==================== updown_counter_mod
## config.mk

```make
export PLATFORM = sky130hd
export DESIGN_NAME = updown_counter_mod
export DESIGN_NICKNAME = d
export VERILOG_FILES = /design/src/rtl/counter_pkg.sv /design/src/rtl/updown_counter_step.sv /design/src/rtl/updown_counter_mod.sv
export SDC_FILE = /design/constraint.sdc
export NUM_CORES = 1
export LEC_CHECK = 0
export CELL_PAD_IN_SITES_DETAIL_PLACEMENT = 1
export CELL_PAD_IN_SITES_GLOBAL_PLACEMENT = 2
export CORE_UTILIZATION = 30
export CTS_CLUSTER_DIAMETER = 30
export DETAILED_ROUTE_END_ITERATION = 16
export GPL_TIMING_DRIVEN = 1
export HOLD_SLACK_MARGIN = 0.05
export PLACE_DENSITY_LB_ADDON = 0.1
export SYNTH_ARGS = -nofsm -noshare
export SYNTH_HDL_FRONTEND = slang
export SYNTH_SLANG_ARGS = --single-unit
```

## constraint.sdc

```tcl
create_clock -name clk -period 11.05 [get_ports clk]
set_input_delay 2.7625 -clock clk [delete_from_list [all_inputs] [get_ports clk]]
set_output_delay 2.7625 -clock clk [all_outputs]
set_load 0.005 [all_outputs]
```

## src/rtl/counter_pkg.sv

```systemverilog
// Shared definitions for the up/down counter: mode selectors and the
// next-count helper used by the step sub-module.
package counter_pkg;

    // Values for the SATURATE parameter.
    localparam int CNT_WRAP = 0;
    localparam int CNT_SAT  = 1;

    // Working width of the helper. Callers zero-extend into it, so any
    // counter up to 31 bits wide computes without intermediate truncation.
    localparam int CNT_FN_W = 32;

    typedef logic [CNT_FN_W-1:0] cnt_word_t;

    // Returns {next, wrap}. next always lies in 0..max, even when step > max.
    function automatic logic [CNT_FN_W:0] cnt_next(
        input cnt_word_t count,
        input cnt_word_t step,
        input logic      up,
        input cnt_word_t max,
        input logic      sat
    );
        logic [CNT_FN_W:0] w_cnt;
        logic [CNT_FN_W:0] w_stp;
        logic [CNT_FN_W:0] w_max;
        logic [CNT_FN_W:0] w_mod;
        logic [CNT_FN_W:0] w_sum;
        logic [CNT_FN_W:0] w_nxt;
        logic              w_wrap;

        w_cnt  = {1'b0, count};
        w_stp  = {1'b0, step};
        w_max  = {1'b0, max};
        w_mod  = w_max + (CNT_FN_W+1)'(1);
        w_sum  = w_cnt + w_stp;
        w_nxt  = w_cnt;
        w_wrap = 1'b0;

        if (up) begin
            if (w_sum <= w_max) begin
                w_nxt = w_sum;
            end else begin
                w_wrap = 1'b1;
                w_nxt  = sat ? w_max : (w_sum - w_mod);
            end
        end else begin
            if (w_cnt >= w_stp) begin
                w_nxt = w_cnt - w_stp;
            end else begin
                w_wrap = 1'b1;
                w_nxt  = sat ? '0 : (w_cnt + w_mod - w_stp);
            end
        end

        // Only reachable with step > max; keeps the count in range regardless.
        if (w_nxt > w_max) begin
            w_nxt = w_max;
        end

        return {w_nxt[CNT_FN_W-1:0], w_wrap};
    endfunction

endpackage

```

## src/rtl/updown_counter_step.sv

```systemverilog
// Combinational next-count stage: applies one up/down step to the current
// count and reports whether that step wrapped (or clamped in saturate mode).
module updown_counter_step
    import counter_pkg::*;
#(
    parameter int WIDTH    = 8,
    parameter int MAX_VAL  = 2**WIDTH-1,
    parameter int SATURATE = 0
) (
    input  logic [WIDTH-1:0] i_count,
    input  logic [WIDTH-1:0] i_step,
    input  logic             i_up_down,
    output logic [WIDTH-1:0] o_next,
    output logic             o_wrap
);

    localparam logic [WIDTH-1:0] MAX_C    = WIDTH'(MAX_VAL);
    localparam logic             SAT_MODE = (SATURATE == CNT_SAT);

    logic [CNT_FN_W:0] w_res;
    logic              w_hi_set;

    assign w_res = cnt_next(cnt_word_t'(i_count), cnt_word_t'(i_step), i_up_down,
                            cnt_word_t'(MAX_C), SAT_MODE);

    // The helper's word is wider than the counter; any set bit above the
    // counter width means out of range, so it folds into the same clamp.
    assign w_hi_set = |w_res[CNT_FN_W:WIDTH+1];
    assign o_next   = w_hi_set ? MAX_C : w_res[WIDTH:1];
    assign o_wrap   = w_res[0];

endmodule

```

## src/rtl/updown_counter_mod.sv

```systemverilog
// Up/down counter with programmable modulus, variable step, wrap or saturate
// mode, range-checked load, terminal flags, event pulses and a sticky ovf.
module updown_counter_mod
    import counter_pkg::*;
#(
    parameter int WIDTH    = 8,
    parameter int MAX_VAL  = 2**WIDTH-1,
    parameter int SATURATE = CNT_WRAP
) (
    input  logic             clk,
    input  logic             rst,
    input  logic             en,
    input  logic             load,
    input  logic [WIDTH-1:0] data,
    input  logic             up_down,
    input  logic [WIDTH-1:0] step,
    input  logic             clr_flag,
    output logic [WIDTH-1:0] count,
    output logic             at_max,
    output logic             at_min,
    output logic             wrap,
    output logic             load_err,
    output logic             ovf
);

    localparam logic [WIDTH-1:0] MAX_C      = WIDTH'(MAX_VAL);
    localparam bit               FULL_RANGE = (MAX_VAL == (2**WIDTH)-1);

    logic [WIDTH-1:0] r_count;
    logic             r_at_max;
    logic             r_at_min;
    logic             r_wrap;
    logic             r_load_err;
    logic             r_ovf;

    logic [WIDTH-1:0] w_step_next;
    logic             w_step_wrap;
    logic             w_load_over;
    logic [WIDTH-1:0] w_next_count;
    logic             w_next_wrap;
    logic             w_next_load_err;

    updown_counter_step #(
        .WIDTH    (WIDTH),
        .MAX_VAL  (MAX_VAL),
        .SATURATE (SATURATE)
    ) u_step (
        .i_count   (r_count),
        .i_step    (step),
        .i_up_down (up_down),
        .o_next    (w_step_next),
        .o_wrap    (w_step_wrap)
    );

    // With a full-range modulus no load value can exceed MAX_VAL.
    generate
        if (FULL_RANGE) begin : g_full_range
            assign w_load_over = 1'b0;
        end else begin : g_part_range
            assign w_load_over = (data > MAX_C);
        end
    endgenerate

    // Select the next count and event pulses: load beats counting, idle holds.
    always_comb begin
        // NOTE: every output gets a default first, so no path can infer a latch.
        w_next_count    = r_count;
        w_next_wrap     = 1'b0;
        w_next_load_err = 1'b0;
        if (load) begin
            w_next_count    = w_load_over ? MAX_C : data;
            w_next_load_err = w_load_over;
        end else if (en) begin
            w_next_count = w_step_next;
            w_next_wrap  = w_step_wrap;
        end
    end

    // Register count and all flags on the same edge; reset wins over everything.
    always_ff @(posedge clk) begin
        // NOTE: non-blocking assignments so every register samples pre-edge values.
        if (rst) begin
            r_count    <= '0;
            r_at_max   <= 1'b0;
            r_at_min   <= 1'b1;
            r_wrap     <= 1'b0;
            r_load_err <= 1'b0;
            r_ovf      <= 1'b0;
        end else begin
            r_count    <= w_next_count;
            r_at_max   <= (w_next_count == MAX_C);
            r_at_min   <= (w_next_count == '0);
            r_wrap     <= w_next_wrap;
            r_load_err <= w_next_load_err;
            // A new event sets ovf even when a clear is requested in the same cycle.
            if (w_next_wrap || w_next_load_err) begin
                r_ovf <= 1'b1;
            end else if (clr_flag) begin
                r_ovf <= 1'b0;
            end
        end
    end

    assign count    = r_count;
    assign at_max   = r_at_max;
    assign at_min   = r_at_min;
    assign wrap     = r_wrap;
    assign load_err = r_load_err;
    assign ovf      = r_ovf;

endmodule
```

**updown_counter_mod: zoomed window**

Bar = 10 microns. Region (30, 0) to (70, 40) microns. Cells in grey, sequential cells in the stronger grey; small squares are vias.
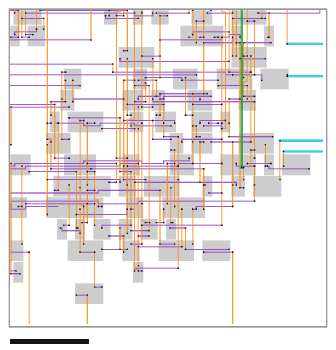
Key: orange = metal 2; purple = metal 1; green = metal 4; cyan = metal 3
Most frequent: ha_1 (9), inv_1 (7), clkdlybuf4s50_1 (5). Sequential cells in the window: 0. 61 logic cells have their middle in the window.

**updown_counter_mod: gate-type map**

Bar = 20 microns.
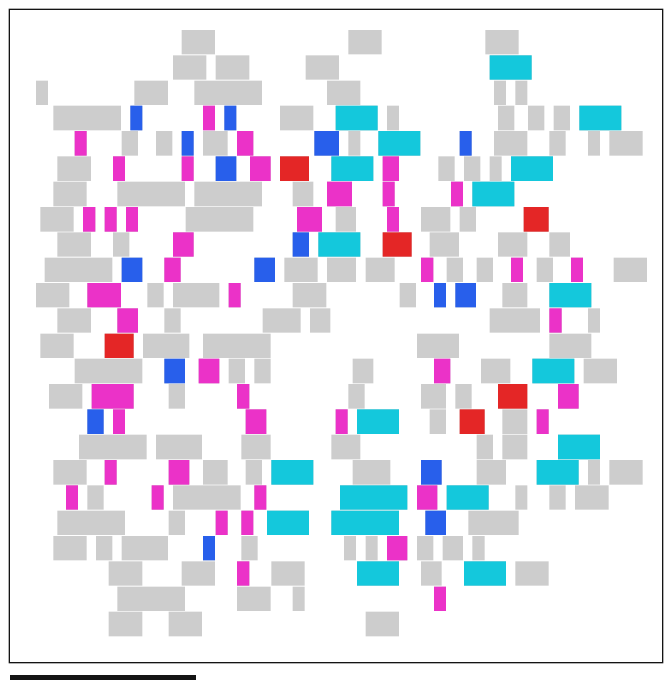
Key: blue = nand cells [cells 16, most used nand2_1]; cyan = fa/ha/maj cells [cells 20, most used ha_1]; magenta = nor cells [cells 44, most used nor2_1]; red = non-inverting ao/oa cells [cells 6]
multi-input combinational area share: 0.583
count of placed standard cells in the final layout, fillers left out: 261
Commonest Layout Cell: clkdlybuf4s50_1

**updown_counter_mod: routing congestion map**

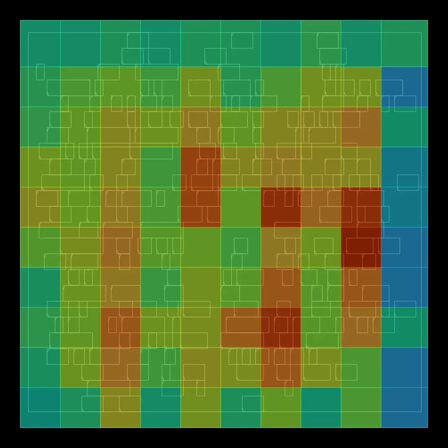
peak-usage layer in the global routing report: met2
total global-route track usage: 0.176
fraction of met1 tracks used by global routing: 0.218

==> Changelog: implementation <==
### Changed

- Cell area after placement: 1720 sq um
- Final global-route overflow total: 0
- Number of rows in the core area: 24
- Clock tree from TritonCTS: built
- Clock skew: 0.00357 ns
- Number of instances in the placed design: 257
- MI comb cells: 147
- Crit path max-delay family: AND-OR/OR-AND gates
- Launch point of the worst hold path: ovf
- Worst supply voltage drop on vdd: 0.0591 mV
- Crit path capture: at_min
- Total Wirelength: 4130 microns
- Net Sw Frac: 0.354
- Mux cell area share: 0.0153
- Kind of end point of the critical path: register
- Cells after Synth: 182
- Final instance area: 1770 sq um
- Met3 wire length: 102 microns
- Post-route fraction of the period consumed by the critical path: 0.574
- Crit Path Category: primary input to register
- Cell area after synthesis: 1390 sq um
- Cell type with the highest aggregate area in the netlist: dfxtp_1
- Power group with the largest share: combinational cells
- Status: complete, no violations
- Cell count along the critical path: 16
- Worst hold endpoint: ovf
- Share of synthesized area occupied by flip-flops and latches: 0.173
- Worst Hold Depth: 2
- DRC viols: 0

==================== if_fetch_ctrl
**config.mk**
```make
export PLATFORM = sky130hd
export DESIGN_NAME = if_fetch_ctrl
export DESIGN_NICKNAME = d
export VERILOG_FILES = /design/src/rtl/if_fetch_ctrl.sv
export SDC_FILE = /design/constraint.sdc
export NUM_CORES = 1
export LEC_CHECK = 0
export CORE_UTILIZATION = 43
export DETAILED_ROUTE_END_ITERATION = 7
export PLACE_DENSITY_LB_ADDON = 0.12
export SYNTH_ARGS = -nofsm -noshare
export SYNTH_HDL_FRONTEND = slang
export SYNTH_SLANG_ARGS = --single-unit
```
**constraint.sdc**
```tcl
create_clock -name clk -period 1.6 [get_ports clk]
set_input_delay 0.32 -clock clk [delete_from_list [all_inputs] [get_ports clk]]
set_output_delay 0.32 -clock clk [all_outputs]
set_load 0.1 [all_outputs]
```
**src/rtl/if_fetch_ctrl.sv**
```systemverilog
// ---------------------------------------------------------------------------
// if_fetch_ctrl
//
// Instruction-fetch sequencer sitting in front of the instruction memory.
// Owns the word-addressed program counter, issues IM reads, absorbs the IM's
// one-cycle registered read latency with a one-entry skid buffer, and hands
// instruction/PC pairs to decode while honouring stall, redirect and halt.
//
// Parameters:
//   ADDR_W    IM word-address width (PC counts words, wraps modulo 2^ADDR_W)
//   DATA_W    instruction / IM data width
//   RESET_PC  first word address fetched after reset
//
// Ports:
//   clk          clock, all state updates on the rising edge
//   rst          synchronous active-high reset
//   stall        decode cannot accept this cycle
//   redirect     branch/jump taken, load PC from redirect_pc
//   redirect_pc  redirect target word address
//   halt         stop issuing new fetches (level)
//   im_read      IM read strobe
//   im_addr      IM word address (the PC register)
//   im_data      IM registered read data, valid the cycle after im_read
//   inst_valid   inst_out/pc_out hold a valid instruction
//   inst_out     instruction to decode
//   pc_out       word address of inst_out
//
// Optional build macro FETCH_PERF_CNT_EN adds:
//   fetch_cnt    count of accepted instructions (wraps at 2^32)
//   stall_cnt    count of cycles with inst_valid & stall (wraps at 2^32)
// ---------------------------------------------------------------------------
module if_fetch_ctrl #(
   parameter int unsigned       ADDR_W   = 16,
   parameter int unsigned       DATA_W   = 32,
   parameter logic [ADDR_W-1:0] RESET_PC = '0
) (
   input  logic              clk,
   input  logic              rst,
   input  logic              stall,
   input  logic              redirect,
   input  logic [ADDR_W-1:0] redirect_pc,
   input  logic              halt,
   output logic              im_read,
   output logic [ADDR_W-1:0] im_addr,
   input  logic [DATA_W-1:0] im_data,
   output logic              inst_valid,
   output logic [DATA_W-1:0] inst_out,
   output logic [ADDR_W-1:0] pc_out
`ifdef FETCH_PERF_CNT_EN
   ,
   output logic [31:0]       fetch_cnt,
   output logic [31:0]       stall_cnt
`endif
);

   typedef enum logic [1:0] {
      ST_IDLE = 2'd0,
      ST_RUN  = 2'd1,
      ST_HALT = 2'd2
   } state_t;

   state_t              state;
   state_t              state_nx;
   logic [ADDR_W-1:0]   pc;
   logic                inflight;
   logic [ADDR_W-1:0]   inflight_pc;
   logic                skid_valid;
   logic [DATA_W-1:0]   skid_inst;
   logic [ADDR_W-1:0]   skid_pc;
   logic                redir_act;

   // ------------------------------------------------------------------------
   // State register
   // ------------------------------------------------------------------------
   always_ff @(posedge clk) begin
      if (rst) begin
         state <= ST_IDLE;
      end else begin
         state <= state_nx;
      end
   end

   // ------------------------------------------------------------------------
   // Next state and combinational outputs
   // ------------------------------------------------------------------------
   always_comb begin
      state_nx = state;
      case (state)
         ST_IDLE: state_nx = ST_RUN;
         // redirect together with halt keeps RUN for one more cycle so the
         // redirect target is issued before halt takes effect
         ST_RUN:  if (halt && !redirect) state_nx = ST_HALT;
         ST_HALT: if (redirect || !halt) state_nx = ST_RUN;
         default: state_nx = ST_IDLE;
      endcase
   end

   always_comb begin
      // redirect is ignored during the single IDLE cycle after reset
      redir_act = redirect && (state != ST_IDLE);

      // An in-flight word under stall has nowhere to go but the skid buffer,
      // so no new read may be issued while both stall and inflight are set.
      im_read = !rst && (state == ST_RUN) && !redir_act && !skid_valid &&
                (!stall || !inflight);

      im_addr    = pc;
      inst_valid = 1'b0;
      inst_out   = '0;
      pc_out     = '0;
      if (!rst) begin
         if (skid_valid) begin
            inst_valid = 1'b1;
            inst_out   = skid_inst;
            pc_out     = skid_pc;
         end else if (inflight) begin
            inst_valid = 1'b1;
            inst_out   = im_data;
            pc_out     = inflight_pc;
         end
         if (redir_act) begin
            inst_valid = 1'b0;
         end
      end
   end

   // ------------------------------------------------------------------------
   // PC, in-flight tracking and skid buffer
   // ------------------------------------------------------------------------
   always_ff @(posedge clk) begin
      if (rst) begin
         pc          <= RESET_PC;
         inflight    <= 1'b0;
         inflight_pc <= '0;
         skid_valid  <= 1'b0;
         skid_inst   <= '0;
         skid_pc     <= '0;
      end else if (redir_act) begin
         pc         <= redirect_pc;
         inflight   <= 1'b0;
         skid_valid <= 1'b0;
      end else begin
         // Every in-flight word is either accepted or captured into the skid
         // this cycle, so inflight simply follows the issue strobe.
         inflight <= im_read;
         if (im_read) begin
            pc          <= pc + ADDR_W'(1);
            inflight_pc <= pc;
         end
         if (skid_valid && !stall) begin
            skid_valid <= 1'b0;
         end else if (inflight && stall && !skid_valid) begin
            skid_valid <= 1'b1;
            skid_inst  <= im_data;
            skid_pc    <= inflight_pc;
         end
      end
   end

`ifdef FETCH_PERF_CNT_EN
   // ------------------------------------------------------------------------
   // Performance counters
   // ------------------------------------------------------------------------
   always_ff @(posedge clk) begin
      if (rst) begin
         fetch_cnt <= '0;
         stall_cnt <= '0;
      end else begin
         if (inst_valid && !stall) begin
            fetch_cnt <= fetch_cnt + 32'd1;
         end
         if (inst_valid && stall) begin
            stall_cnt <= stall_cnt + 32'd1;
         end
      end
   end
`endif

   // The skid buffer only fills while issue is blocked, and issue stays
   // blocked while it is full, so it never coexists with an in-flight read.
   assert property (@(posedge clk) disable iff (rst) !(skid_valid && inflight));

endmodule

```
**if_fetch_ctrl: zoomed window**

Bar = 10 microns. Region (55, 5) to (95, 45) microns. Cells in grey, sequential cells in the stronger grey; small squares are vias.
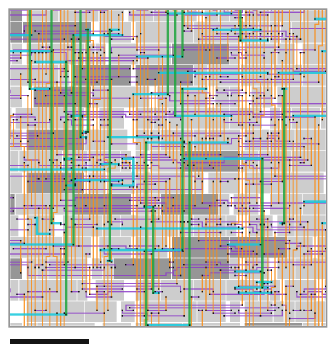
Key: cyan = metal 3; green = metal 4; purple = metal 1; orange = metal 2
Sequential cells in the window: 14. Netlist names of flops here include skid_inst (13), skid_valid (1). 147 logic cells have their middle in the window. Most frequent: nand2_1 (36), nor2_4 (26), buf_12 (16).

==> Changelog: implementation <==
### Changed

- Number of setup buffers added after CTS: 5
- Area of the die: 10100 sq um
- Relative area of non-clock buffer cells in the final design: 0.339
- Kind of end point of the critical path: primary output
- Final global-route overflow total: 0
- Final layout net count: 828
- Number of buffers inserted by hold repair at cts: 0
- Slack of the critical path: -0.381 ns
- Detailed-route via count: 5423
- Crit Path Category: register to primary output
- Boundary pin count: 119
- Count of endpoints failing setup in the final report: 116
- Worst R2R Setup Slack: -0.15 ns
- Status: finished with violations
- Gate Area: 3370 sq um
- Sum of internal, switching and leakage power: 5000 uW
- Fraction of met1 tracks used by global routing: 0.355
- Post-route setup TNS: -18.80 ns
- Failing checks: setup timing
- Number of DRC markers in iteration 0: 408
- Cell count in the Yosys report: 628
- Setup Slack @ Placement: -0.374 ns


==> screenshots <==
The metal 1 layer.
Bar = 20 microns. Supply wires on this layer in grey.
image #1
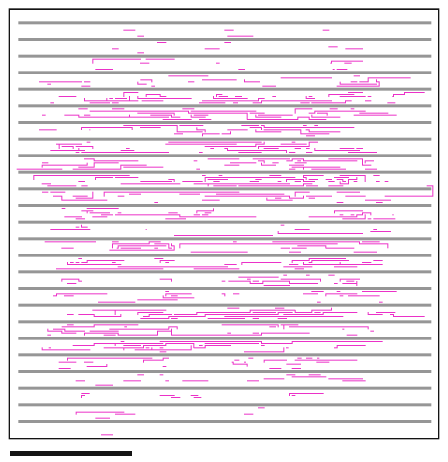
image #2
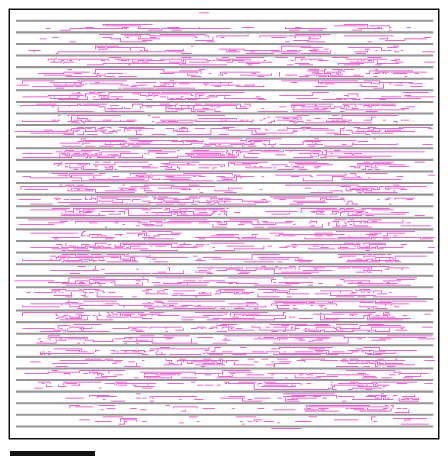
Of these, largest die: image #2
updown_counter_mod is image #1.
if_fetch_ctrl is image #2.

Power and IR drop assume default switching activity.
